# ---- block 1 ----
`config.mk`:
```
export PLATFORM = sky130hd
export DESIGN_NAME = decim_sched
export DESIGN_NICKNAME = d
export VERILOG_FILES = /design/src/rtl/decim_sched.sv
export SDC_FILE = /design/constraint.sdc
export NUM_CORES = 1
export LEC_CHECK = 0
export CORE_MARGIN = 2
export CORE_UTILIZATION = 30
export CTS_BUF_LIST = sky130_fd_sc_hd__clkbuf_8
export DETAILED_ROUTE_END_ITERATION = 12
export SLEW_MARGIN = 20
export SYNTH_ARGS = -nofsm -noshare
export SYNTH_HDL_FRONTEND = slang
export SYNTH_SLANG_ARGS = --single-unit
```
`constraint.sdc`:
```
create_clock -name CLOCK_50 -period 3.56 [get_ports CLOCK_50]
set_clock_uncertainty 0.1 [all_clocks]
set_input_delay 0.356 -clock CLOCK_50 [delete_from_list [all_inputs] [get_ports CLOCK_50]]
set_output_delay 0.356 -clock CLOCK_50 [all_outputs]
set_load 0.05 [all_outputs]
```
`src/rtl/decim_sched.sv`:
```
// decim_sched: keep-one-in-N scheduler with start/stop sequencing, phase-aligned ratio updates and overrun accounting.
// Build option DECIM_SCHED_ALIGN_EN adds the sync_in phase-realignment input.
module decim_sched #(
    parameter int DATA_W        = 16,
    parameter int RATIO_W       = 4,
    parameter int DEFAULT_RATIO = 6
) (
    input  logic               CLOCK_50,
    input  logic               reset_n,
    input  logic               enable,
    input  logic [RATIO_W-1:0] cfg_ratio,
    input  logic               cfg_load,
    input  logic               in_valid,
    input  logic [DATA_W-1:0]  in_data,
`ifdef DECIM_SCHED_ALIGN_EN
    input  logic               sync_in,
`endif
    output logic               out_valid,
    input  logic               out_ready,
    output logic [DATA_W-1:0]  out_data,
    output logic               busy,
    output logic [RATIO_W-1:0] phase,
    output logic               overrun,
    output logic [7:0]         ovr_count
);

    typedef enum logic [1:0] {
        IDLE  = 2'd0,
        ARM   = 2'd1,
        RUN   = 2'd2,
        DRAIN = 2'd3
    } state_t;

    // Ratios below 2 all mean pass-through, so they are stored as 1.
    function automatic logic [RATIO_W-1:0] clamp_ratio(input logic [RATIO_W-1:0] r);
        logic [RATIO_W-1:0] v;
        if (r < RATIO_W'(2)) begin
            v = RATIO_W'(1);
        end else begin
            v = r;
        end
        return v;
    endfunction

    localparam logic [RATIO_W-1:0] RESET_RATIO =
        (DEFAULT_RATIO < 2) ? RATIO_W'(1) : RATIO_W'(DEFAULT_RATIO);

    state_t              state_r;
    state_t              state_next_s;
    logic [RATIO_W-1:0]  phase_r;
    logic [RATIO_W-1:0]  phase_next_s;
    logic [RATIO_W-1:0]  active_r;
    logic [RATIO_W-1:0]  active_next_s;
    logic [RATIO_W-1:0]  pend_r;
    logic                pend_flag_r;
    logic [RATIO_W-1:0]  eff_ratio_s;
    logic                apply_s;
    logic                capture_s;
    logic                handshake_s;
    logic                ovr_event_s;
    logic                sync_s;
    logic                busy_r;
    logic                out_valid_r;
    logic [DATA_W-1:0]   out_data_r;
    logic                overrun_r;
    logic [7:0]          ovr_count_r;

`ifdef DECIM_SCHED_ALIGN_EN
    assign sync_s = sync_in;
`else
    assign sync_s = 1'b0;
`endif

    assign eff_ratio_s = pend_flag_r ? pend_r : active_r;
    assign handshake_s = out_valid_r & out_ready;
    assign ovr_event_s = capture_s & out_valid_r & ~out_ready;

    // Next-state, phase advance, capture decision and pending-ratio application.
    always_comb begin
        state_next_s = state_r;
        phase_next_s = phase_r;
        apply_s      = 1'b0;
        capture_s    = 1'b0;
        case (state_r)
            IDLE: begin
                apply_s      = pend_flag_r;
                phase_next_s = RATIO_W'(0);
                if (enable) begin
                    state_next_s = ARM;
                end else begin
                    state_next_s = IDLE;
                end
            end
            ARM: begin
                apply_s      = pend_flag_r;
                phase_next_s = RATIO_W'(0);
                state_next_s = RUN;
            end
            RUN: begin
                if (sync_s) begin
                    // A realigned sample counts as phase 0 under the newly effective ratio.
                    apply_s = pend_flag_r;
                    if (in_valid) begin
                        if (eff_ratio_s == RATIO_W'(1)) begin
                            capture_s    = 1'b1;
                            phase_next_s = RATIO_W'(0);
                        end else begin
                            phase_next_s = RATIO_W'(1);
                        end
                    end else begin
                        phase_next_s = RATIO_W'(0);
                    end
                end else if (in_valid) begin
                    if (phase_r == active_r - RATIO_W'(1)) begin
                        capture_s    = 1'b1;
                        phase_next_s = RATIO_W'(0);
                        apply_s      = pend_flag_r;
                    end else begin
                        phase_next_s = phase_r + RATIO_W'(1);
                    end
                end else begin
                    phase_next_s = phase_r;
                end
                if (enable) begin
                    state_next_s = RUN;
                end else begin
                    state_next_s = DRAIN;
                end
            end
            DRAIN: begin
                if (!out_valid_r || handshake_s) begin
                    phase_next_s = RATIO_W'(0);
                    if (enable) begin
                        state_next_s = ARM;
                    end else begin
                        state_next_s = IDLE;
                    end
                end else begin
                    state_next_s = DRAIN;
                end
            end
            default: begin
                state_next_s = IDLE;
                phase_next_s = RATIO_W'(0);
            end
        endcase
        if (apply_s) begin
            active_next_s = pend_r;
        end else begin
            active_next_s = active_r;
        end
    end

    // Sequencer state, phase counter and ratio registers.
    always_ff @(posedge CLOCK_50 or negedge reset_n) begin
        if (!reset_n) begin
            state_r     <= IDLE;
            phase_r     <= RATIO_W'(0);
            active_r    <= RESET_RATIO;
            pend_r      <= RESET_RATIO;
            pend_flag_r <= 1'b0;
            busy_r      <= 1'b0;
        end else begin
            state_r  <= state_next_s;
            phase_r  <= phase_next_s;
            active_r <= active_next_s;
            busy_r   <= (state_next_s != IDLE);
            // A fresh load wins over clearing the flag on the same edge.
            if (cfg_load) begin
                pend_r      <= clamp_ratio(cfg_ratio);
                pend_flag_r <= 1'b1;
            end else if (apply_s) begin
                pend_flag_r <= 1'b0;
            end else begin
                pend_flag_r <= pend_flag_r;
            end
        end
    end

    // Output holding register, overrun pulse and saturating overrun counter.
    always_ff @(posedge CLOCK_50 or negedge reset_n) begin
        if (!reset_n) begin
            out_valid_r <= 1'b0;
            out_data_r  <= DATA_W'(0);
            overrun_r   <= 1'b0;
            ovr_count_r <= 8'd0;
        end else begin
            if (capture_s) begin
                out_valid_r <= 1'b1;
                out_data_r  <= in_data;
            end else if (handshake_s) begin
                out_valid_r <= 1'b0;
            end else begin
                out_valid_r <= out_valid_r;
            end
            overrun_r <= ovr_event_s;
            if (ovr_event_s && (ovr_count_r != 8'hFF)) begin
                ovr_count_r <= ovr_count_r + 8'd1;
            end else begin
                ovr_count_r <= ovr_count_r;
            end
        end
    end

    assign out_valid = out_valid_r;
    assign out_data  = out_data_r;
    assign busy      = busy_r;
    assign phase     = phase_r;
    assign overrun   = overrun_r;
    assign ovr_count = ovr_count_r;

endmodule
```
==> impl_metrics.json <==
{
  "status": "finished clean",
  "initial_core_util_pct": 31.41,
  "comb_share_pct": 29.83,
  "seq_cell_count": 42,
  "signal_buffers": 56,
  "avgViaCountPerCell": 4.556,
  "period_needed_ns": 2.653,
  "cts_tree": "built",
  "cts_buffers": 5,
  "path_max_fanout": 25,
  "avgRoutedWirePerCell_um": 12.65,
  "yosys_warnings": 0,
  "seq-cell-share_pct": 40.73,
  "p_total_uw": 2014,
  "stdcell_count": 286,
  "clkTransAtPathRegs_ns": 0.08,
  "route.met2.wl_um": 1586,
  "inverters": 5,
  "fin_area_um2": 2592,
  "cp-end-kind": "register",
  "die_h_um": 83.20,
  "ys.flop_type": "dfrtp_1",
  "drive_above_1_share_pct": 19.43,
  "area_delta_synth_final_pct": 37.77,
  "synthAdderAreaFrac_pct": 1.995,
  "final-setup-viol-count": 0,
  "grt_overflow": 0,
  "final_core_util_pct": 43.27,
  "syn_area_per_cell_um2": 12.55,
  "cpLargestDelayFamily": "simple AND/OR/NAND/NOR gates"
}
[synthesized netlist by cell type (all sizes together), types with 3 or more instances]
cell / count / area share, %
and3: 3 / 1.0
dfstp: 4 / 5.6
mux2: 24 / 14
ha: 3 / 2.0
nor3: 5 / 1.6
nand2b: 3 / 1.0
inv: 5 / 1.0
nand3: 7 / 1.9
nor2: 10 / 2.0
a21oi: 3 / 0.80
nand2: 12 / 2.4
xor2: 8 / 3.7
dfrtp: 38 / 51
o21ai: 7 / 1.9
buf: 3 / 1.8
[power breakdown]
part	switching, uW	internal (uW)
clock	166	156
sequential	104	633
combinational	573	383
total	842	1170
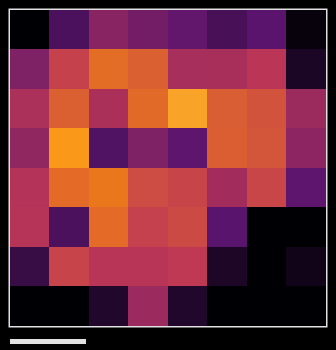
Fig. 1. Local utilization (block 1).
The bar under the picture is 20 um long. 8 x 8 tiles, from black (low) to pale yellow (high), 0 to 100% covered.
tiles over 75% full: 3.1%
mean over tiles: 36%
nearly empty tiles: 14%
emptiest ninth of the die: bottom right
fullest tile: 80%

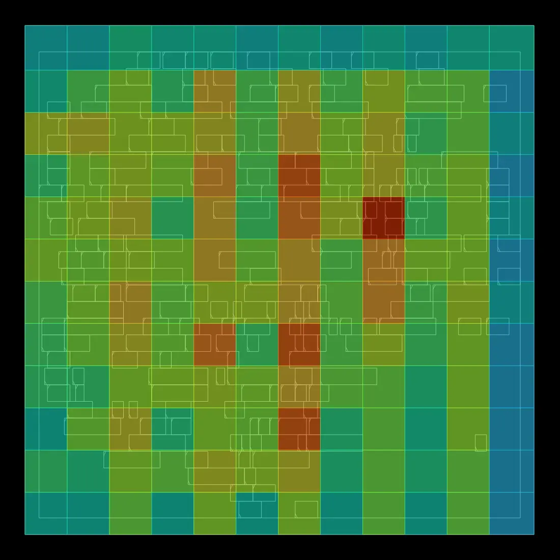
Fig. 2. Routing congestion (block 1).
met1 usage: 15.48%
Top Usage Layer GRT: met2
met2 Track Usage GR: 16.86%


# ---- block 2 ----
[src/rtl/io_arb_pkg.sv]
// io_arb_pkg: shared types and constants for the I/O port arbiter.
//   state_t    - sequencer states (IDLE, ISSUE, RESP)
//   M0 / M1    - owner ids (CPU load/store path, auxiliary master)
//   HEX01..    - I/O address map of the simple port
// Build option: IO_ARB_RR_EN selects round-robin arbitration (see io_arb_pick).
package io_arb_pkg;

    typedef enum logic [1:0] {
        IDLE  = 2'd0,
        ISSUE = 2'd1,
        RESP  = 2'd2
    } state_t;

    localparam logic M0 = 1'b0;
    localparam logic M1 = 1'b1;

    localparam logic [3:0] HEX01    = 4'd0;
    localparam logic [3:0] HEX23    = 4'd1;
    localparam logic [3:0] HEX45    = 4'd2;
    localparam logic [3:0] SW_LO    = 4'd3;
    localparam logic [3:0] SW_HI    = 4'd4;
    localparam logic [3:0] OPERATOR = 4'd5;

endpackage

[src/rtl/io_arb_pick.sv]
// io_arb_pick: combinational winner select between M0 and M1.
// Ports:
//   reqs[1:0]     in  {m1_req, m0_req}
//   wait_cnt_hit  in  M1 has waited MAX_WAIT cycles (fixed-priority build only)
//   last_owner    in  owner of the previous access (round-robin build only)
//   winner        out id of the winning master (M0/M1), valid when any=1
//   any           out at least one request pending
// Build option: IO_ARB_RR_EN defined -> round-robin on ties;
//               undefined -> fixed priority M0 > M1 with starvation guard.
module io_arb_pick
    import io_arb_pkg::*;
(
    input  logic [1:0] reqs,
    input  logic       wait_cnt_hit,
    input  logic       last_owner,
    output logic       winner,
    output logic       any
);

    assign any = |reqs;

`ifdef IO_ARB_RR_EN
    logic unused_wait_cnt_hit;
    assign unused_wait_cnt_hit = wait_cnt_hit;

    always_comb begin
        winner = M0;
        if (reqs[0] && reqs[1]) begin
            winner = ~last_owner;
        end else if (reqs[1]) begin
            winner = M1;
        end
    end
`else
    logic unused_last_owner;
    assign unused_last_owner = last_owner;

    // M1 wins only when it is alone or when it has been starved long enough.
    always_comb begin
        winner = M0;
        if (reqs[1] && (!reqs[0] || wait_cnt_hit)) begin
            winner = M1;
        end
    end
`endif

endmodule

[src/rtl/io_port_arbiter.sv]
// io_port_arbiter: shares one registered-read simple I/O port between two
// masters. Each access is sequenced ISSUE (address/write on the port) then
// RESP (port read data is valid, response returned to the owner).
// Ports:
//   clock, resetn                 clock / async active-low reset
//   mN_req, mN_we, mN_addr,       master N request, held until mN_gnt
//   mN_wdata
//   mN_gnt                        pulse: master N access on the port
//   mN_rvalid, mN_rdata           pulse: master N access complete, read data
//   io_addr, io_wdata, io_we      to the port
//   io_rdata                      from the port, valid one cycle after address
//   busy                          high in ISSUE or RESP
// Build option: IO_ARB_RR_EN selects round-robin arbitration (MAX_WAIT unused).
//
// state | meaning
// IDLE  | no access in flight; arbitrate and latch winner on any request
// ISSUE | latched access driven on the port; owner's gnt pulses
// RESP  | port read data valid; owner's rvalid pulses; re-arbitrate
module io_port_arbiter
    import io_arb_pkg::*;
#(
    parameter int ADDR_W   = 4,
    parameter int DATA_W   = 32,
    parameter int MAX_WAIT = 8
) (
    input  logic              clock,
    input  logic              resetn,
    input  logic              m0_req,
    input  logic              m0_we,
    input  logic [ADDR_W-1:0] m0_addr,
    input  logic [DATA_W-1:0] m0_wdata,
    output logic              m0_gnt,
    output logic              m0_rvalid,
    output logic [DATA_W-1:0] m0_rdata,
    input  logic              m1_req,
    input  logic              m1_we,
    input  logic [ADDR_W-1:0] m1_addr,
    input  logic [DATA_W-1:0] m1_wdata,
    output logic              m1_gnt,
    output logic              m1_rvalid,
    output logic [DATA_W-1:0] m1_rdata,
    output logic [ADDR_W-1:0] io_addr,
    output logic [DATA_W-1:0] io_wdata,
    output logic              io_we,
    input  logic [DATA_W-1:0] io_rdata,
    output logic              busy
);

    state_t            state, state_nxt;
    logic              owner;
    logic              we_lat;
    logic              winner, any, latch_en;
    logic              wait_cnt_hit, last_owner;
    logic              rd_resp;
    logic [DATA_W-1:0] m0_rdata_q, m1_rdata_q;

    assign latch_en = any && ((state == IDLE) || (state == RESP));

    io_arb_pick u_pick (
        .reqs         ({m1_req, m0_req}),
        .wait_cnt_hit (wait_cnt_hit),
        .last_owner   (last_owner),
        .winner       (winner),
        .any          (any)
    );

`ifdef IO_ARB_RR_EN
    logic [7:0] unused_max_wait;
    assign unused_max_wait = 8'(MAX_WAIT);
    assign wait_cnt_hit    = 1'b0;

    // Starts at M1 so the first tie goes to M0.
    always_ff @(posedge clock or negedge resetn) begin
        if (!resetn) begin
            last_owner <= M1;
        end else if (latch_en) begin
            last_owner <= winner;
        end
    end
`else
    logic [7:0] wait_cnt;
    assign wait_cnt_hit = (wait_cnt >= 8'(MAX_WAIT));
    assign last_owner   = M0;

    always_ff @(posedge clock or negedge resetn) begin
        if (!resetn) begin
            wait_cnt <= 8'd0;
        end else if (!m1_req || (latch_en && (winner == M1))) begin
            wait_cnt <= 8'd0;
        end else if (!wait_cnt_hit) begin
            wait_cnt <= wait_cnt + 8'd1;
        end
    end
`endif

    always_ff @(posedge clock or negedge resetn) begin
        if (!resetn) begin
            state      <= IDLE;
            owner      <= M0;
            we_lat     <= 1'b0;
            io_addr    <= '0;
            io_wdata   <= '0;
            m0_rdata_q <= '0;
            m1_rdata_q <= '0;
        end else begin
            state <= state_nxt;
            if (latch_en) begin
                owner    <= winner;
                we_lat   <= (winner == M1) ? m1_we    : m0_we;
                io_addr  <= (winner == M1) ? m1_addr  : m0_addr;
                io_wdata <= (winner == M1) ? m1_wdata : m0_wdata;
            end
            if (rd_resp && (owner == M0)) begin
                m0_rdata_q <= io_rdata;
            end
            if (rd_resp && (owner == M1)) begin
                m1_rdata_q <= io_rdata;
            end
        end
    end

    always_comb begin
        state_nxt = state;
        io_we     = 1'b0;
        m0_gnt    = 1'b0;
        m1_gnt    = 1'b0;
        m0_rvalid = 1'b0;
        m1_rvalid = 1'b0;
        busy      = 1'b0;
        rd_resp   = 1'b0;
        case (state)
            IDLE: begin
                if (any) begin
                    state_nxt = ISSUE;
                end
            end
            ISSUE: begin
                busy      = 1'b1;
                io_we     = we_lat;
                m0_gnt    = (owner == M0);
                m1_gnt    = (owner == M1);
                state_nxt = RESP;
            end
            RESP: begin
                busy      = 1'b1;
                rd_resp   = !we_lat;
                m0_rvalid = (owner == M0);
                m1_rvalid = (owner == M1);
                state_nxt = any ? ISSUE : IDLE;
            end
            default: begin
                state_nxt = IDLE;
            end
        endcase
    end

    // The port already registers its read data, so during RESP the data is
    // passed straight through to keep rdata aligned with rvalid; the holding
    // register keeps it until that master's next read completes.
    assign m0_rdata = (rd_resp && (owner == M0)) ? io_rdata : m0_rdata_q;
    assign m1_rdata = (rd_resp && (owner == M1)) ? io_rdata : m1_rdata_q;

endmodule

[config.mk]
export PLATFORM = sky130hd
export DESIGN_NAME = io_port_arbiter
export DESIGN_NICKNAME = d
export VERILOG_FILES = /design/src/rtl/io_arb_pkg.sv /design/src/rtl/io_arb_pick.sv /design/src/rtl/io_port_arbiter.sv
export SDC_FILE = /design/constraint.sdc
export NUM_CORES = 1
export LEC_CHECK = 0
export CELL_PAD_IN_SITES_DETAIL_PLACEMENT = 0
export CELL_PAD_IN_SITES_GLOBAL_PLACEMENT = 2
export CORE_AREA = 4 4 144 146
export CTS_CLUSTER_SIZE = 14
export DETAILED_ROUTE_END_ITERATION = 7
export DIE_AREA = 0 0 148 150
export GPL_TIMING_DRIVEN = 1
export HOLD_SLACK_MARGIN = 0.1
export PLACE_DENSITY_LB_ADDON = 0.1
export SKIP_CTS_REPAIR_TIMING = 1
export SLEW_MARGIN = 0
export SYNTH_ARGS = -nofsm -noshare
export SYNTH_HDL_FRONTEND = slang
export SYNTH_SLANG_ARGS = --single-unit
[constraint.sdc]
create_clock -name clock -period 3.05 [get_ports clock]
set_input_delay 0.4575 -clock clock [delete_from_list [all_inputs] [get_ports clock]]
set_output_delay 0.4575 -clock clock [all_outputs]
set_load 0.05 [all_outputs]
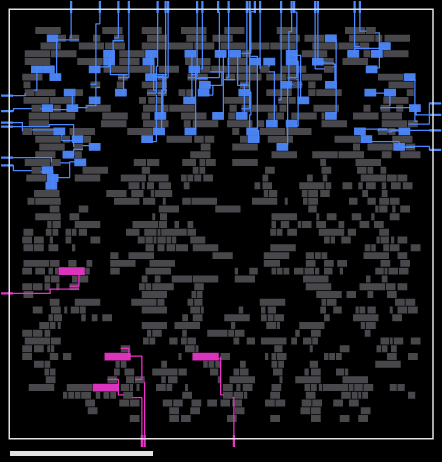
Fig. 3. Wires at chosen ports, followed through buffers (block 2).
The bar under the picture is 50 um long.
[magenta] io_addr | direction: output | end cells: 4 | wire: 132 um
[blue] io_rdata | direction: input | end cells: 64 | wire: 1,310 um

==> impl_metrics.json <==
{
  "core_um2": 19400,
  "finClkSkew_ns": 0.009517,
  "final-setup-viol-count": 0,
  "synth_flops": 112,
  "syn_area_um2": 5580,
  "met3_length_um": 1033,
  "power.group.top": "combinational logic",
  "status": "finished clean",
  "ys_seq_share_pct": 50.22,
  "switching_share_pct": 48.71,
  "syn_area_per_cell_um2": 11.41,
  "clkPwrFrac_pct": 11.0,
  "required_ns": 2.59,
  "r2r-start": "state[0]$_DFFE_PN0P_",
  "leakagePower_uw": 0.003615,
  "cp-end-kind": "output port"
}
## cell type report
class                           instances  area, um^2
Fill cell                            1862       10830
Sequential cell                       112        2803
Multi-Input combinational cell        327        2587
Timing Repair Buffer                  225        2535
Tap cell                              265       331.6
Clock buffer                           10       229.0
Clock inverter                          6       60.06
Inverter                                5       18.77
## flip-flops by register name, summed over array words and instances (netlist names)
signal,count
we_lat,1
io_wdata,32
owner,1
m1_rdata_q,32
io_addr,4
wait_cnt,8
state,2
m0_rdata_q,32

# ---- block 3 ----
Fig. 4: block 3, wires at chosen ports, followed through buffers
The bar under the picture is 20 um long.
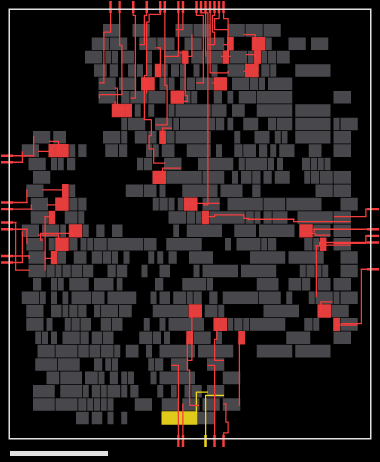
Fig. 5: block 3, routing congestion
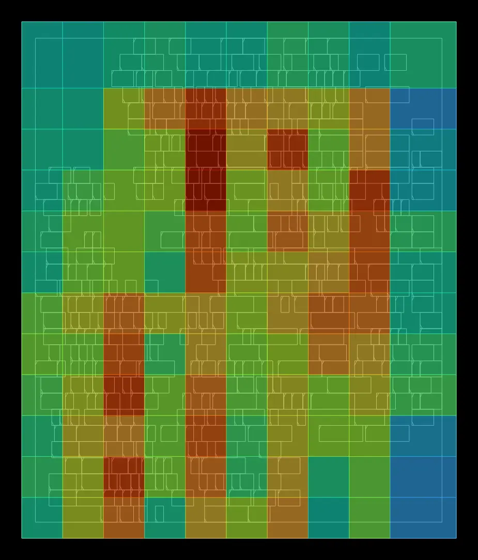
Fig. 6: block 3, local utilization
The bar under the picture is 20 um long. 7 x 9 tiles, from black (low) to pale yellow (high), 0 to 100% covered.
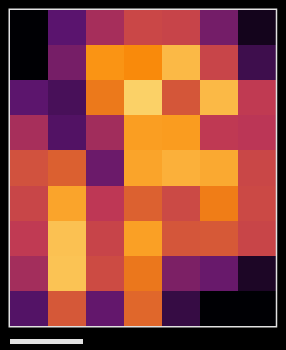
**config.mk**
```make
export PLATFORM = sky130hd
export DESIGN_NAME = adder_arbiter
export DESIGN_NICKNAME = d
export VERILOG_FILES = /design/src/rtl/adder_arbiter.sv
export SDC_FILE = /design/constraint.sdc
export NUM_CORES = 1
export LEC_CHECK = 0
export ABC_AREA = 1
export CORE_ASPECT_RATIO = 1.2
export CORE_MARGIN = 2
export CORE_UTILIZATION = 40
export DETAILED_ROUTE_END_ITERATION = 16
export PLACE_DENSITY = 0.77
export RECOVER_POWER = 100
export SETUP_SLACK_MARGIN = 0.15
export SLEW_MARGIN = 30
export SYNTH_ARGS = -nofsm -noshare
export SYNTH_HDL_FRONTEND = slang
export SYNTH_SLANG_ARGS = --single-unit
```
**constraint.sdc**
```tcl
create_clock -name clk -period 3.2 [get_ports clk]
set_input_delay 0.64 -clock clk [delete_from_list [all_inputs] [get_ports clk]]
set_output_delay 0.64 -clock clk [all_outputs]
set_load 0.02 [all_outputs]
```
**src/rtl/adder_arbiter.sv**
```systemverilog
// adder_arbiter: lets NUM_REQ requesters share one adder pipeline.
//
// A round-robin arbiter grants at most one requester per cycle. The granted
// operand pair goes into the adder, and a {valid, id} tag pipeline of the
// same depth runs beside it. Each result comes out with the index of the
// requester that issued it.
//
// Handshake: requester i transfers in any cycle where req_valid[i] and
// req_ready[i] are both high. A raised req_valid holds, with its operands
// stable, until that transfer. req_valid never depends combinationally on
// req_ready. The response side has no backpressure: rsp_valid pulses for
// exactly one cycle per accepted op.
//
// Ports:
//   clk, rst      clock; synchronous active-high reset
//   req_valid     per-requester request valid        [NUM_REQ]
//   req_ready     one-hot grant, or zero             [NUM_REQ]
//   req_in0/in1   packed operands, requester i at [i*WIDTH +: WIDTH]
//   rsp_valid     result valid, LATENCY cycles after the transfer
//   rsp_id        requester index of the result      [IDW]
//   rsp_sum       (in0 + in1) mod 2^WIDTH            [WIDTH]
//   busy          an accepted op is still in flight

// Adder with optional input and output register stages. The data registers
// have no reset; the valid tags carried beside them qualify every result.
module adder #(
  parameter int WIDTH           = 8,
  parameter bit REGISTER_INPUT  = 1'b1,
  parameter bit REGISTER_OUTPUT = 1'b1
) (
  input  logic             clk,
  input  logic [WIDTH-1:0] a,
  input  logic [WIDTH-1:0] b,
  output logic [WIDTH-1:0] sum
);
  logic [WIDTH-1:0] a_s, b_s, sum_c;

  generate
    if (REGISTER_INPUT) begin : g_in_reg
      always_ff @(posedge clk) begin
        a_s <= a;
        b_s <= b;
      end
    end else begin : g_in_comb
      assign a_s = a;
      assign b_s = b;
    end
  endgenerate

  // The carry-out is dropped, so the sum wraps around.
  assign sum_c = a_s + b_s;

  generate
    if (REGISTER_OUTPUT) begin : g_out_reg
      always_ff @(posedge clk) sum <= sum_c;
    end else begin : g_out_comb
      assign sum = sum_c;
    end
  endgenerate
endmodule

module adder_arbiter #(
  parameter int NUM_REQ = 4,
  parameter int WIDTH   = 8,
  parameter int LATENCY = 2,
  localparam int IDW    = (NUM_REQ > 1) ? $clog2(NUM_REQ) : 1
) (
  input  logic                     clk,
  input  logic                     rst,
  input  logic [NUM_REQ-1:0]       req_valid,
  output logic [NUM_REQ-1:0]       req_ready,
  input  logic [NUM_REQ*WIDTH-1:0] req_in0,
  input  logic [NUM_REQ*WIDTH-1:0] req_in1,
  output logic                     rsp_valid,
  output logic [IDW-1:0]           rsp_id,
  output logic [WIDTH-1:0]         rsp_sum,
  output logic                     busy
);
  logic [IDW-1:0]     rr_ptr;
  logic [IDW-1:0]     grant_idx;
  logic [NUM_REQ-1:0] grant;
  logic               grant_any;
  logic [WIDTH-1:0]   op_a, op_b;
  int                 scan;

  // Scan from rr_ptr upward, wrapping modulo NUM_REQ. The first valid
  // requester found gets the grant.
  always_comb begin
    grant     = '0;
    grant_idx = '0;
    grant_any = 1'b0;
    scan      = 0;
    for (int k = 0; k < NUM_REQ; k++) begin
      scan = int'(rr_ptr) + k;
      if (scan >= NUM_REQ) scan = scan - NUM_REQ;
      if (!grant_any && req_valid[scan[IDW-1:0]]) begin
        grant_any                = 1'b1;
        grant_idx                = scan[IDW-1:0];
        grant[scan[IDW-1:0]]     = 1'b1;
      end
    end
    if (rst) begin
      grant     = '0;
      grant_any = 1'b0;
    end
  end

  assign req_ready = grant;

  // After a transfer, the next scan starts just past the winner.
  always_ff @(posedge clk) begin
    if (rst) begin
      rr_ptr <= '0;
    end else if (grant_any) begin
      if (grant_idx == IDW'(NUM_REQ - 1)) rr_ptr <= '0;
      else                                rr_ptr <= grant_idx + IDW'(1);
    end
  end

  // With no grant, grant_idx is 0 and requester 0's operands pass through.
  // That slot's tag is invalid, so the value does not matter.
  assign op_a = req_in0[int'(grant_idx)*WIDTH +: WIDTH];
  assign op_b = req_in1[int'(grant_idx)*WIDTH +: WIDTH];

  adder #(
    .WIDTH          (WIDTH),
    .REGISTER_INPUT (LATENCY >= 1),
    .REGISTER_OUTPUT(LATENCY == 2)
  ) u_adder (
    .clk (clk),
    .a   (op_a),
    .b   (op_b),
    .sum (rsp_sum)
  );

  generate
    if (LATENCY == 0) begin : g_tag_comb
      assign rsp_valid = grant_any;
      assign rsp_id    = grant_idx;
      assign busy      = 1'b0;
    end else begin : g_tag_pipe
      logic [LATENCY-1:0] tag_valid;
      logic [IDW-1:0]     tag_id [LATENCY];

      // Only the valids are reset. Clearing them drops every in-flight op.
      always_ff @(posedge clk) begin
        if (rst) begin
          tag_valid <= '0;
        end else begin
          tag_valid[0] <= grant_any;
          for (int s = 1; s < LATENCY; s++) tag_valid[s] <= tag_valid[s-1];
        end
      end

      always_ff @(posedge clk) begin
        tag_id[0] <= grant_idx;
        for (int s = 1; s < LATENCY; s++) tag_id[s] <= tag_id[s-1];
      end

      assign rsp_valid = tag_valid[LATENCY-1];
      assign rsp_id    = tag_id[LATENCY-1];
      assign busy      = |tag_valid;
    end
  endgenerate
endmodule

```
==> impl_metrics.json <==
{
  "signal_buffers": 95,
  "status": "finished clean",
  "drtIter0Drc": 72,
  "wl_um": 5936,
  "hold_end": "g_tag_pipe.tag_id[0][3]$_DFF_P_",
  "area_delta_synth_final_pct": 42.28,
  "place_congestion": 0.9101,
  "ys.flop_type": "dfxtp_1",
  "finalCritPeriodShare_pct": 92.11,
  "clock_area_share_pct": 2.750,
  "pin_count": 86,
  "intPower_uw": 1834,
  "seq-cell-share_pct": 19.56,
  "route.met2.wl_um": 3148,
  "crit_type": "input port to output port",
  "rrSetupSlack_ns": 0.39,
  "mux_share_pct": 0,
  "cts-htree-levels": 2,
  "place_area_um2": 3223,
  "combGateArea_um2": 1354,
  "worstSkewPairLatency_ns": 0.28,
  "port_buffers": 85,
  "num-fill-cells": 521,
  "grt_start_max_net_pins": 33,
  "yosysChipArea_um2": 2302
}
About Fig. 4:
[yellow] rsp_valid | direction: output | end cells: 1 | wire: 18.7 um
[red] req_in1 | direction: input | end cells: 32 | wire: 638 um

About Fig. 5:
utilization after layout: 58.57%
met1 usage: 22.20%
met2 Track Usage GR: 35.63%

About Fig. 6:
tiles over 75% full: 21%
emptiest ninth of the die: top left
nearly empty tiles: 6.3%
fullest tile: 90%

power groups by stage:
stage / combinational [uW] / sequential (uW) / clock (uW)
final: 2660 / 713 / 309
after global routing: 2970 / 731 / 333
after CTS: 2740 / 717 / 319
after detailed placement: 2730 / 724 / 0
after global placement: 2670 / 721 / 0
after floorplan: 1940 / 792 / 0
timing repair:
| item | in CTS | in global routing |
|---|---|---|
| buffers inserted | 0 | 0 |
| endpoints found under the setup margin | 4 | 4 |
| hold buffers | 0 | 0 |
| cloned | 0 | 0 |
| hold endpoints to repair | 0 | 0 |
| gates resized | 5 | 7 |

# ---- block 4 ----
`config.mk`:
```
export PLATFORM = sky130hd
export DESIGN_NAME = dff_pipe
export DESIGN_NICKNAME = d
export VERILOG_FILES = /design/src/rtl/dff_pkg.sv /design/src/rtl/dff_pipe_stage.sv /design/src/rtl/dff_pipe.sv
export SDC_FILE = /design/constraint.sdc
export NUM_CORES = 1
export LEC_CHECK = 0
export CAP_MARGIN = 25
export CORE_ASPECT_RATIO = 0.75
export CORE_MARGIN = 2
export CORE_UTILIZATION = 45
export DETAILED_ROUTE_END_ITERATION = 7
export GPL_TIMING_DRIVEN = 0
export PLACE_DENSITY = 0.77
export SETUP_SLACK_MARGIN = 0.05
export SYNTH_ARGS = -nofsm -noshare
export SYNTH_HDL_FRONTEND = slang
export SYNTH_HIERARCHICAL = 1
export SYNTH_SLANG_ARGS = --single-unit
```
`constraint.sdc`:
```
create_clock -name clk -period 2.5 [get_ports clk]
set_clock_uncertainty 0.1 [all_clocks]
set_input_delay 0.375 -clock clk [delete_from_list [all_inputs] [get_ports clk]]
set_output_delay 0.375 -clock clk [all_outputs]
set_load 0.005 [all_outputs]
```
`src/rtl/dff_pkg.sv`:
```
// Shared constants and helpers for the Dff register family.
package dff_pkg;

    localparam int DFF_WIDTH = 8;
    localparam int DFF_DEPTH = 3;
    localparam logic DFF_RESET_BIT = 1'b0;

    // Width needed to hold an occupancy value in the range 0..depth.
    function automatic int count_width(input int depth);
        return $clog2(depth + 1);
    endfunction

endpackage

```
`src/rtl/dff_pipe_stage.sv`:
```
// One elastic register stage: holds a word until the next stage can take it.
module dff_pipe_stage
    import dff_pkg::*;
#(
    parameter int               WIDTH     = DFF_WIDTH,
    parameter logic [WIDTH-1:0] RESET_VAL = {WIDTH{DFF_RESET_BIT}}
) (
    input  logic             clk,
    input  logic             reset,
    input  logic             clear,
    input  logic [WIDTH-1:0] prev_data,
    input  logic             prev_valid,
    input  logic             next_ready,
    output logic [WIDTH-1:0] data,
    output logic             valid,
    output logic             ready
);

    assign ready = !valid || next_ready;

    // clear drops the valid bit only; the data register keeps its last word.
    always_ff @(posedge clk or negedge reset) begin
        if (!reset) begin
            valid <= 1'b0;
            data  <= RESET_VAL;
        end else if (clear) begin
            valid <= 1'b0;
        end else if (ready) begin
            valid <= prev_valid;
            if (prev_valid) begin
                data <= prev_data;
            end
        end
    end

endmodule

```
`src/rtl/dff_pipe.sv`:
```
// Chain of DEPTH elastic stages with valid/ready on both ends and an occupancy count.
// Optional synchronous flush port enabled by defining DFF_PIPE_FLUSH_EN.
module dff_pipe
    import dff_pkg::*;
#(
    parameter int               WIDTH     = DFF_WIDTH,
    parameter int               DEPTH     = DFF_DEPTH,
    parameter logic [WIDTH-1:0] RESET_VAL = {WIDTH{DFF_RESET_BIT}}
) (
    input  logic                           clk,
    input  logic                           reset,
`ifdef DFF_PIPE_FLUSH_EN
    input  logic                           flush,
`endif
    input  logic [WIDTH-1:0]               in,
    input  logic                           in_valid,
    output logic                           in_ready,
    output logic [WIDTH-1:0]               out,
    output logic                           out_valid,
    input  logic                           out_ready,
    output logic [count_width(DEPTH)-1:0]  count
);

    localparam int CW = count_width(DEPTH);

    // Handshake: a word moves across a boundary on a clock edge only when the
    // sender's valid and the receiver's ready are both high in that cycle;
    // valid never waits on ready, and the sender holds its word while stalled.

    // Index i is the input of stage i; index DEPTH is the pipe output.
    logic [WIDTH-1:0] stage_data  [DEPTH+1];
    logic             stage_valid [DEPTH+1];
    logic             stage_ready [DEPTH+1];
    logic             clear;
    logic             in_xfer;
    logic             out_xfer;

`ifdef DFF_PIPE_FLUSH_EN
    assign clear = flush;
`else
    assign clear = 1'b0;
`endif

    assign stage_data[0]      = in;
    assign stage_valid[0]     = in_valid;
    assign stage_ready[DEPTH] = out_ready;

    for (genvar i = 0; i < DEPTH; i++) begin : g_stage
        dff_pipe_stage #(
            .WIDTH     (WIDTH),
            .RESET_VAL (RESET_VAL)
        ) u_stage (
            .clk        (clk),
            .reset      (reset),
            .clear      (clear),
            .prev_data  (stage_data[i]),
            .prev_valid (stage_valid[i]),
            .next_ready (stage_ready[i+1]),
            .data       (stage_data[i+1]),
            .valid      (stage_valid[i+1]),
            .ready      (stage_ready[i])
        );
    end

    assign in_ready  = stage_ready[0] && !clear;
    assign out       = stage_data[DEPTH];
    assign out_valid = stage_valid[DEPTH];

    assign in_xfer  = in_valid && in_ready;
    assign out_xfer = out_valid && out_ready;

    always_ff @(posedge clk or negedge reset) begin
        if (!reset) begin
            count <= '0;
        end else if (clear) begin
            count <= '0;
        end else if (in_xfer && !out_xfer) begin
            count <= count + CW'(1);
        end else if (out_xfer && !in_xfer) begin
            count <= count - CW'(1);
        end
    end

endmodule

```
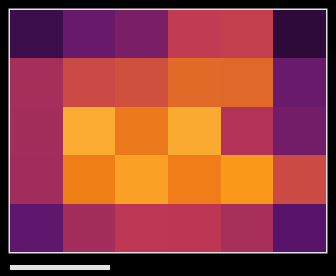
Fig. 7. Local utilization (block 4).
The bar under the picture is 20 um long. 6 x 5 tiles, from black (low) to pale yellow (high), 0 to 100% covered.
tiles over 75% full: 13%
fullest tile: 82%
emptiest ninth of the die: top left
densest ninth of the die: middle

==> impl_metrics.json <==
{
  "place_congestion": 0.6788,
  "max_stage_delay_ns": 0.44,
  "yosys_warnings": 6,
  "synth_flops": 29,
  "most_common_cell": "dfrtp_1",
  "num_antenna_cells": 0,
  "min_path_type": "input port to async pin",
  "seqCellArea_um2": 725.7,
  "cts-htree-levels": 2,
  "nClkBuffers": 6,
  "route.met2.wl_um": 921,
  "core_um2": 2562,
  "maxSlewViolCount": 0,
  "yosysTopAreaCell": "dfrtp_1",
  "clock_area_share_pct": 3.259,
  "post-place-cells": 141,
  "final-setup-viol-count": 0,
  "status": "finished clean",
  "cp-end-kind": "output port",
  "bufAreaShareNonClock_pct": 17.49,
  "rrSetupSlack_ns": 0.43,
  "cts_resized": 0,
  "pin_count": 24,
  "ys.flop_type": "dfrtp_1",
  "seq_cell_count": 29
}
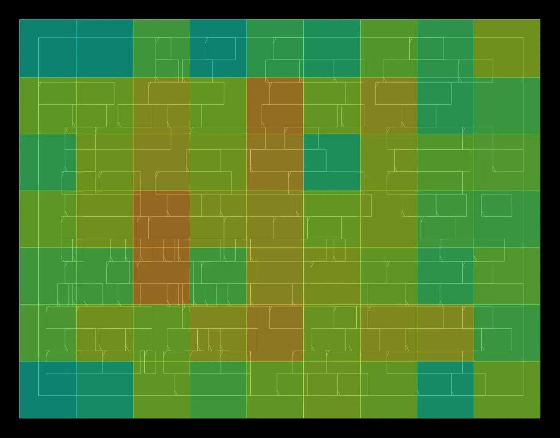
Fig. 8. Routing congestion (block 4).
met3 usage: 7.442%
utilization after layout: 61.43%
WL/cell: 12.98 um

==> per-layer routing <==
layer | vias up | track usage (%)
met1 | 327 | 19.09
met4 | 0 | 6.522
li1 | 326 | -
met3 | 7 | 7.442
met5 | - | 0
met2 | 18 | 24.65
==> registers in the layout (all words and copies together) (netlist names) <==
signal                 flops
count                      2
g_stage.u_stage/valid      3
g_stage.u_stage/data      24
==> power breakdown <==
| group | leakage, uW | total (uW) | switching (uW) | internal (uW) |
|---|---|---|---|---|
| clock network | 0.0000320 | 265 | 159 | 107 |
| registers | 0.000350 | 666 | 67.9 | 598 |
| logic | 0.000288 | 337 | 92.9 | 244 |

# ---- block 5 ----
[config.mk]
export PLATFORM = sky130hd
export DESIGN_NAME = control_sequencer
export DESIGN_NICKNAME = d
export VERILOG_FILES = /design/src/rtl/control_sequencer.sv
export SDC_FILE = /design/constraint.sdc
export NUM_CORES = 1
export LEC_CHECK = 0
export CORE_MARGIN = 4
export CORE_UTILIZATION = 39
export CTS_CLUSTER_SIZE = 28
export DETAILED_ROUTE_END_ITERATION = 10
export GPL_TIMING_DRIVEN = 1
export PLACE_DENSITY = 0.86
export SLEW_MARGIN = 20
export SYNTH_ARGS = -nofsm -noshare
export SYNTH_HDL_FRONTEND = slang
export SYNTH_SLANG_ARGS = --single-unit
[constraint.sdc]
create_clock -name clk -period 2.6 [get_ports clk]
set_clock_uncertainty 0.1 [all_clocks]
set_input_delay 0.39 -clock clk [delete_from_list [all_inputs] [get_ports clk]]
set_output_delay 0.39 -clock clk [all_outputs]
set_load 0.01 [all_outputs]
[src/rtl/control_sequencer.sv]
// control_sequencer: fetch/decode/execute sequencer for the DRFA datapath.
// Drives PC, IR, register-file, ALU, memory-bank-selector and data-memory
// strobes from registered state, step and the current IR opcode.
//   clk, rst_n         clock (rising edge), asynchronous active-low reset
//   in_ir              current IR contents (opcode in the top OPCODE_W bits)
//   in_alu_flags       ALU flags used by conditional jumps
//   in_mem_ready       data memory completes the pending access this cycle
//   out_*              datapath strobes, out_alu_op, out_halted, out_fault
module control_sequencer #(
  parameter int unsigned INSTR_W  = 16,
  parameter int unsigned OPCODE_W = 5,
  parameter int unsigned FLAGS_W  = 4,
  parameter int unsigned WAIT_MAX = 15
) (
  input  logic               clk,
  input  logic               rst_n,
  input  logic [INSTR_W-1:0] in_ir,
  input  logic [FLAGS_W-1:0] in_alu_flags,
  input  logic               in_mem_ready,
  output logic               out_pc_enable_out,
  output logic               out_pc_inc,
  output logic               out_pc_load,
  output logic               out_ir_load,
  output logic               out_ir_enable_read,
  output logic               out_reg_read_en,
  output logic               out_reg_write_en,
  output logic               out_alu_enable_out,
  output logic [2:0]         out_alu_op,
  output logic               out_mbs_wr_enable,
  output logic               out_data_memory_addr_wr_enable,
  output logic               out_data_memory_read_enable,
  output logic               out_data_memory_wr_enable,
  output logic               out_halted,
  output logic               out_fault
);

  localparam int unsigned WCNT_W = $clog2(WAIT_MAX + 1);
  localparam logic [WCNT_W-1:0] WAIT_LAST = WCNT_W'(WAIT_MAX - 1);

  typedef enum logic [2:0] {
    FETCH0,
    FETCH1,
    DECODE,
    EXEC,
    HALT
  } state_e;

  localparam logic [1:0] CLS_ALU  = 2'b00;
  localparam logic [1:0] CLS_MEM  = 2'b01;
  localparam logic [1:0] CLS_JUMP = 2'b10;

  state_e              state_q, state_d;
  logic [1:0]          step_q, step_d;
  logic [WCNT_W-1:0]   wait_q, wait_d;
  logic                fault_q, fault_d;

  logic [OPCODE_W-1:0] opcode;
  logic [1:0]          op_class;
  logic                is_nop;
  logic                is_halt_op;
  logic                is_store;
  logic                flag_sel;
  logic                jump_taken;
  logic                unused_ir;

  assign opcode     = in_ir[INSTR_W-1 -: OPCODE_W];
  assign op_class   = opcode[OPCODE_W-1 -: 2];
  assign is_nop     = (opcode == '0);
  assign is_halt_op = (opcode == '1);
  assign is_store   = opcode[0];
  assign unused_ir  = ^in_ir[INSTR_W-OPCODE_W-1:0];

  // Flag indices beyond FLAGS_W read as 0, so 10_111 jumps unconditionally
  // when FLAGS_W < 4.
  always_comb begin
    flag_sel = 1'b0;
    for (int unsigned i = 0; i < FLAGS_W; i++) begin
      if (i == 32'(opcode[1:0])) flag_sel = in_alu_flags[i];
    end
  end

  assign jump_taken = flag_sel ^ opcode[2];

  always_comb begin
    state_d = state_q;
    step_d  = step_q;
    wait_d  = wait_q;
    fault_d = fault_q;
    unique case (state_q)
      FETCH0: state_d = FETCH1;
      FETCH1: state_d = DECODE;
      DECODE: begin
        step_d = '0;
        if (is_nop)          state_d = FETCH0;
        else if (is_halt_op) state_d = HALT;
        else                 state_d = EXEC;
      end
      EXEC: begin
        unique case (op_class)
          CLS_ALU: begin
            if (step_q == 2'd0) begin
              step_d = 2'd1;
            end else begin
              state_d = FETCH0;
              step_d  = '0;
            end
          end
          CLS_MEM: begin
            if (step_q == 2'd0) begin
              step_d = 2'd1;
            end else if (step_q == 2'd1) begin
              // Wait step: hold until ready, or give up after WAIT_MAX
              // consecutive not-ready cycles.
              if (in_mem_ready) begin
                wait_d = '0;
                if (is_store) begin
                  state_d = FETCH0;
                  step_d  = '0;
                end else begin
                  step_d = 2'd2;
                end
              end else if (wait_q == WAIT_LAST) begin
                state_d = HALT;
                fault_d = 1'b1;
                wait_d  = '0;
              end else begin
                wait_d = wait_q + 1'b1;
              end
            end else begin
              state_d = FETCH0;
              step_d  = '0;
            end
          end
          default: begin
            state_d = FETCH0;
            step_d  = '0;
          end
        endcase
      end
      HALT:    state_d = HALT;
      default: state_d = FETCH0;
    endcase
  end

  always_ff @(posedge clk or negedge rst_n) begin
    if (!rst_n) begin
      state_q <= FETCH0;
      step_q  <= '0;
      wait_q  <= '0;
      fault_q <= 1'b0;
    end else begin
      state_q <= state_d;
      step_q  <= step_d;
      wait_q  <= wait_d;
      fault_q <= fault_d;
    end
  end

  // Outputs decode registered state only; rst_n gates them so they are 0
  // for the whole time reset is held, not just after the next edge.
  always_comb begin
    out_pc_enable_out              = 1'b0;
    out_pc_inc                     = 1'b0;
    out_pc_load                    = 1'b0;
    out_ir_load                    = 1'b0;
    out_ir_enable_read             = 1'b0;
    out_reg_read_en                = 1'b0;
    out_reg_write_en               = 1'b0;
    out_alu_enable_out             = 1'b0;
    out_alu_op                     = '0;
    out_mbs_wr_enable              = 1'b0;
    out_data_memory_addr_wr_enable = 1'b0;
    out_data_memory_read_enable    = 1'b0;
    out_data_memory_wr_enable      = 1'b0;
    out_halted                     = 1'b0;
    out_fault                      = 1'b0;
    if (rst_n) begin
      out_fault = fault_q;
      unique case (state_q)
        FETCH0: out_pc_enable_out = 1'b1;
        FETCH1: begin
          out_ir_load = 1'b1;
          out_pc_inc  = 1'b1;
        end
        EXEC: begin
          unique case (op_class)
            CLS_ALU: begin
              if (step_q == 2'd0) begin
                out_reg_read_en    = 1'b1;
                out_alu_enable_out = 1'b1;
                out_alu_op         = opcode[2:0];
              end else begin
                out_reg_write_en = 1'b1;
              end
            end
            CLS_MEM: begin
              if (is_store) begin
                if (step_q == 2'd0) begin
                  out_data_memory_addr_wr_enable = 1'b1;
                end else begin
                  out_reg_read_en           = 1'b1;
                  out_data_memory_wr_enable = 1'b1;
                end
              end else begin
                if (step_q == 2'd0) begin
                  out_reg_read_en                = 1'b1;
                  out_data_memory_addr_wr_enable = 1'b1;
                end else if (step_q == 2'd1) begin
                  out_data_memory_read_enable = 1'b1;
                end else begin
                  out_reg_write_en = 1'b1;
                end
              end
            end
            CLS_JUMP: begin
              if (jump_taken) begin
                out_pc_load        = 1'b1;
                out_ir_enable_read = 1'b1;
              end
            end
            default: begin
              out_mbs_wr_enable  = 1'b1;
              out_ir_enable_read = 1'b1;
            end
          endcase
        end
        HALT:    out_halted = 1'b1;
        default: ;
      endcase
    end
  end

endmodule

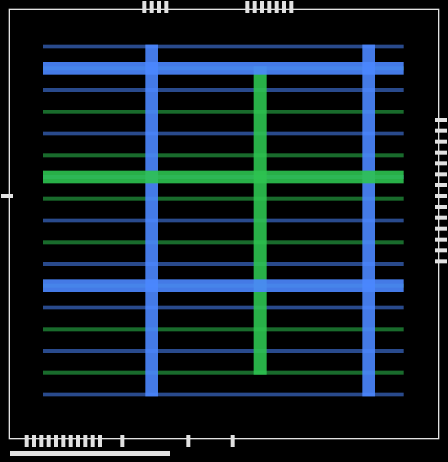
Fig. 9. Floorplan with the power grid (block 5).
The bar under the picture is 20 um long. Pins as bars on the die edge.
[green] VDD
[blue] VSS
met5 straps: 3
rows: 16
met4 straps: 3

==> impl_metrics.json <==
{
  "postSynth.asyncResetShare_pct": 100.0,
  "final_core_util_pct": 62.56,
  "cp-end-kind": "output port",
  "pre_cts_ws_ns": -0.1944,
  "synthAdderAreaFrac_pct": 6.192,
  "cts.sinks": 10,
  "ctsHoldBuffers": 0,
  "dr_total_vias": 863,
  "place_congestion": 0.8278,
  "status": "finished clean",
  "cts_tree": "built",
  "finalSetupTns_ns": 0,
  "fp_nets": 125,
  "seq-cell-share_pct": 20.49,
  "p_total_uw": 757.1,
  "pg_seq_uw": 269,
  "top_area_cell_class": "multi-input combinational cells",
  "syn_area_um2": 808.3,
  "dieArea_um2": 2865,
  "route.detailed.drc": 0
}
layout by cell type, fill, tap and decap left out, types with 4 or more instances in the layout:
cell type and count:
clkdlybuf4s50_1 16, nand2_1 12, buf_4 11, nor2_1 10, dfrtp_1 9, dlygate4sd2_1 7, inv_1 6, nor3_1 6
o21ai_0 5, and3_1 4, nand3_1 4, a21oi_1 4, ha_1 4
registers in the layout, summed over array words and instances (netlist names):
signal,flops
fault_q,1
state_q,3
step_q,2
wait_q,4

# ---- block 6 ----
Fig. 10: block 6, local utilization
The bar under the picture is 20 um long. 8 x 8 tiles, from black (low) to pale yellow (high), 0 to 100% covered.
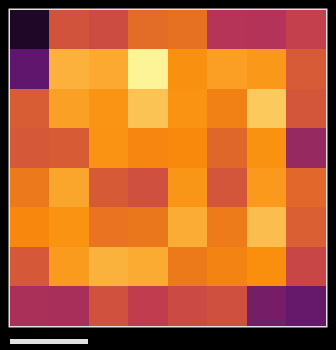
Fig. 11: block 6, wires at chosen ports, followed through buffers
The bar under the picture is 20 um long.
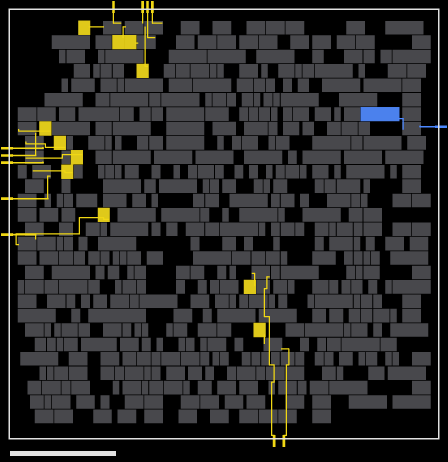
--- config.mk ---
export PLATFORM = sky130hd
export DESIGN_NAME = sprite_draw_arbiter
export DESIGN_NICKNAME = d
export VERILOG_FILES = /design/src/rtl/sprite_draw_arbiter.sv
export SDC_FILE = /design/constraint.sdc
export NUM_CORES = 1
export LEC_CHECK = 0
export CAP_MARGIN = 20
export CORE_UTILIZATION = 49
export CTS_BUF_LIST = sky130_fd_sc_hd__clkbuf_4
export DETAILED_ROUTE_END_ITERATION = 8
export PLACE_DENSITY_LB_ADDON = 0.12
export SYNTH_ARGS = -nofsm -noshare
export SYNTH_HDL_FRONTEND = slang
export SYNTH_SLANG_ARGS = --single-unit
export TNS_END_PERCENT = 50
--- constraint.sdc ---
create_clock -name clk -period 4.2 [get_ports clk]
set_clock_uncertainty 0.15 [all_clocks]
set_input_delay 0.42 -clock clk [delete_from_list [all_inputs] [get_ports clk]]
set_output_delay 0.42 -clock clk [all_outputs]
set_load 0.01 [all_outputs]
--- src/rtl/sprite_draw_arbiter.sv ---
`default_nettype none
// ============================================================================
// Module      : sprite_draw_arbiter
// Description : Fixed-priority arbiter sharing one VGA pixel-write port among
//               four sprite requesters; scans a sprite from ROM and plots it
//               with transparency and screen clipping.
// Revision    : 1.0 - initial release
// ============================================================================
module sprite_draw_arbiter #(
    parameter int                 X_SCREEN_PIXELS = 160,
    parameter int                 Y_SCREEN_PIXELS = 120,
    parameter int                 SPR_W           = 16,
    parameter int                 SPR_H           = 16,
    parameter int                 COLOUR_W        = 3,
    parameter logic [COLOUR_W-1:0] TRANSPARENT    = 3'b101
) (
    input  logic                clk,
    input  logic                reset,
    input  logic [3:0]          req,
    input  logic [11:0]         req_sprite,
    input  logic [31:0]         req_x,
    input  logic [27:0]         req_y,
    output logic [3:0]          grant,
    output logic [3:0]          done,
    output logic                busy,
    output logic [10:0]         rom_addr,
    input  logic [COLOUR_W-1:0] rom_data,
    output logic [7:0]          vga_x,
    output logic [6:0]          vga_y,
    output logic [COLOUR_W-1:0] vga_colour,
    output logic                vga_plot
);

    localparam int c_COL_W = $clog2(SPR_W);
    localparam int c_ROW_W = $clog2(SPR_H);
    localparam logic [c_COL_W-1:0] c_COL_LAST = c_COL_W'(SPR_W - 1);
    localparam logic [c_ROW_W-1:0] c_ROW_LAST = c_ROW_W'(SPR_H - 1);

    localparam logic [2:0] S_IDLE   = 3'd0;
    localparam logic [2:0] S_SCAN   = 3'd1;
    localparam logic [2:0] S_FLUSH1 = 3'd2;
    localparam logic [2:0] S_FLUSH2 = 3'd3;
    localparam logic [2:0] S_DONE   = 3'd4;

    logic [2:0]          r_state;
    logic [2:0]          w_next_state;

    logic [1:0]          r_idx;
    logic [2:0]          r_sprite;
    logic [7:0]          r_x0;
    logic [6:0]          r_y0;
    logic [c_COL_W-1:0]  r_col;
    logic [c_ROW_W-1:0]  r_row;

    logic                r_p1_valid;
    logic [c_COL_W-1:0]  r_p1_col;
    logic [c_ROW_W-1:0]  r_p1_row;

    logic [7:0]          r_vga_x;
    logic [6:0]          r_vga_y;
    logic [COLOUR_W-1:0] r_vga_colour;
    logic                r_vga_plot;

    logic [1:0]          w_sel_idx;
    logic [2:0]          w_sel_sprite;
    logic [7:0]          w_sel_x;
    logic [6:0]          w_sel_y;
    logic                w_scan_last;
    logic [8:0]          w_x_sum;
    logic [7:0]          w_y_sum;
    logic                w_on_screen;
    logic [3:0]          w_onehot;

    // Lowest set index wins: scan from the top so bit 0 overrides.
    always_comb begin
        w_sel_idx = 2'd0;
        for (int i = 3; i >= 0; i--) begin
            if (req[i]) begin
                w_sel_idx = 2'(i);
            end
        end
    end

    always_comb begin
        w_sel_sprite = 3'd0;
        w_sel_x      = 8'd0;
        w_sel_y      = 7'd0;
        for (int i = 0; i < 4; i++) begin
            if (w_sel_idx == 2'(i)) begin
                w_sel_sprite = req_sprite[3*i +: 3];
                w_sel_x      = req_x[8*i +: 8];
                w_sel_y      = req_y[7*i +: 7];
            end
        end
    end

    assign w_scan_last = (r_state == S_SCAN) && (r_col == c_COL_LAST) && (r_row == c_ROW_LAST);

    always_ff @(posedge clk) begin
        if (reset) begin
            r_state <= S_IDLE;
        end else begin
            r_state <= w_next_state;
        end
    end

    always_comb begin
        w_next_state = r_state;
        case (r_state)
            S_IDLE:   if (req != 4'd0) w_next_state = S_SCAN;
            S_SCAN:   if (w_scan_last) w_next_state = S_FLUSH1;
            S_FLUSH1: w_next_state = S_FLUSH2;
            S_FLUSH2: w_next_state = S_DONE;
            S_DONE:   w_next_state = S_IDLE;
            default:  w_next_state = S_IDLE;
        endcase
    end

    // Requester context is captured only in IDLE, so later req changes are ignored.
    always_ff @(posedge clk) begin
        if (reset) begin
            r_idx    <= 2'd0;
            r_sprite <= 3'd0;
            r_x0     <= 8'd0;
            r_y0     <= 7'd0;
            r_col    <= '0;
            r_row    <= '0;
        end else if (r_state == S_IDLE) begin
            r_col <= '0;
            r_row <= '0;
            if (req != 4'd0) begin
                r_idx    <= w_sel_idx;
                r_sprite <= w_sel_sprite;
                r_x0     <= w_sel_x;
                r_y0     <= w_sel_y;
            end
        end else if (r_state == S_SCAN) begin
            r_col <= r_col + 1'b1;
            if (r_col == c_COL_LAST) begin
                r_row <= r_row + 1'b1;
            end
        end
    end

    // Stage 1 tracks the coordinate whose texel arrives from the ROM next cycle.
    always_ff @(posedge clk) begin
        if (reset) begin
            r_p1_valid <= 1'b0;
            r_p1_col   <= '0;
            r_p1_row   <= '0;
        end else begin
            r_p1_valid <= (r_state == S_SCAN);
            r_p1_col   <= r_col;
            r_p1_row   <= r_row;
        end
    end

    assign w_x_sum     = {1'b0, r_x0} + 9'(r_p1_col);
    assign w_y_sum     = {1'b0, r_y0} + 8'(r_p1_row);
    assign w_on_screen = (w_x_sum < 9'(X_SCREEN_PIXELS)) && (w_y_sum < 8'(Y_SCREEN_PIXELS));

    always_ff @(posedge clk) begin
        if (reset) begin
            r_vga_x      <= 8'd0;
            r_vga_y      <= 7'd0;
            r_vga_colour <= '0;
            r_vga_plot   <= 1'b0;
        end else begin
            r_vga_x      <= w_x_sum[7:0];
            r_vga_y      <= w_y_sum[6:0];
            r_vga_colour <= rom_data;
            r_vga_plot   <= r_p1_valid && (rom_data != TRANSPARENT) && w_on_screen;
        end
    end

    assign w_onehot   = 4'b0001 << r_idx;
    assign grant      = ((r_state == S_SCAN) || (r_state == S_FLUSH1) || (r_state == S_FLUSH2))
                        ? w_onehot : 4'd0;
    assign done       = (r_state == S_DONE) ? w_onehot : 4'd0;
    assign busy       = (r_state != S_IDLE);
    assign rom_addr   = (r_state == S_SCAN)
                        ? 11'(r_sprite) * 11'(SPR_W * SPR_H) + 11'(r_row) * 11'(SPR_W) + 11'(r_col)
                        : 11'd0;
    assign vga_x      = r_vga_x;
    assign vga_y      = r_vga_y;
    assign vga_colour = r_vga_colour;
    assign vga_plot   = r_vga_plot;

endmodule
`default_nettype wire

==> impl_metrics.json <==
{
  "seqCellArea_um2": 1181,
  "r2r_end": "vga_plot$_SDFF_PP0_",
  "root_buffer": "clkbuf_4",
  "status": "finished clean",
  "track_usage_pct": 26.83,
  "start_kind": "register",
  "place_congestion": 0.8783,
  "final_core_util_pct": 73.40,
  "pre_cts_ws_ns": 1.274,
  "grt_use_met3_pct": 6.517,
  "post-place-cells": 547,
  "grt_start_max_net_pins": 53,
  "ys_sh_xor_pct": 4.885,
  "hold_path_depth": 2,
  "leakagePower_uw": 0.001620,
  "nWellTaps": 75,
  "syn_area_um2": 3048
}
About Fig. 10:
tiles over 75% full: 36%
fullest tile: 98%
mean over tiles: 65%

About Fig. 11:
[blue] vga_plot | direction: output | end cells: 1 | wire: 6.10 um
[yellow] rom_addr | direction: output | end cells: 11 | wire: 181 um

## critical path, stage by stage (launching register included)
cell and delay (ns):
dfxtp_1 0.43, nor3b_4 0.62, and2_1 0.24, clkdlybuf4s50_1 0.54
## power groups by stage
stage | registers [uW] | clock network, uW | logic (uW)
6_report | 656 | 383 | 381
3_3_place_gp | 666 | 0 | 369
4_1_cts | 655 | 391 | 380
3_5_place_dp | 668 | 0 | 379
2_1_floorplan | 663 | 0 | 206
5_1_grt | 664 | 420 | 417


==> gallery <==
Floorplan with the power grid.
panel A
The bar under the picture is 20 um long. Pins as bars on the die edge.
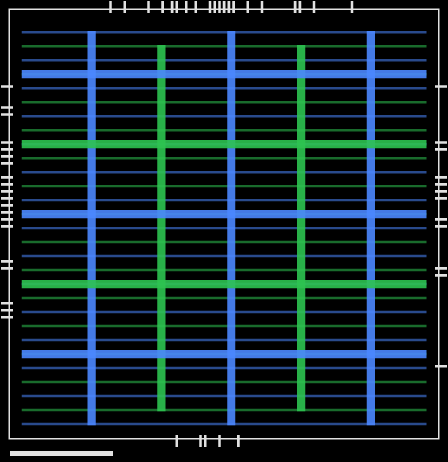
panel B
The bar under the picture is 20 um long. Pins as bars on the die edge.
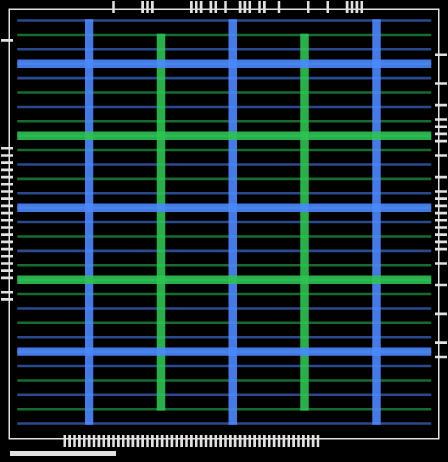
panel C
The bar under the picture is 50 um long. Pins as bars on the die edge.
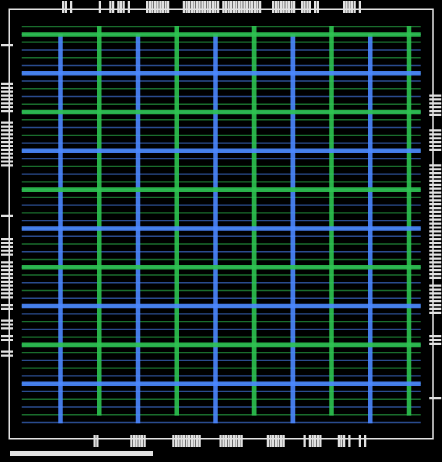
panel D
The bar under the picture is 20 um long. Pins as bars on the die edge.
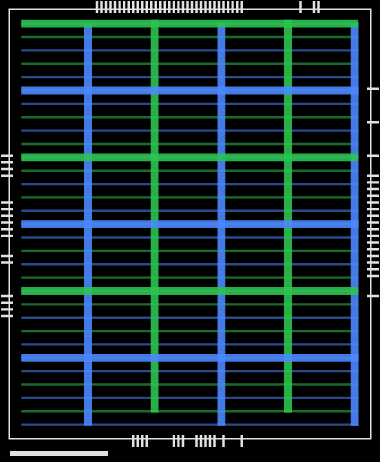
panel E
The bar under the picture is 20 um long. Pins as bars on the die edge.
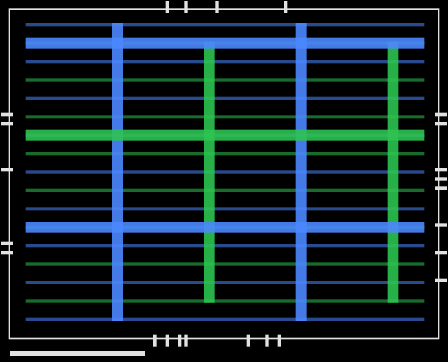
Panel B is block 6.
Panel E is block 4.
Panel C is block 2.
Panel D is block 3.
Panel A is block 1.

Power figures rest on the tool's default switching activity, not on a simulated workload.
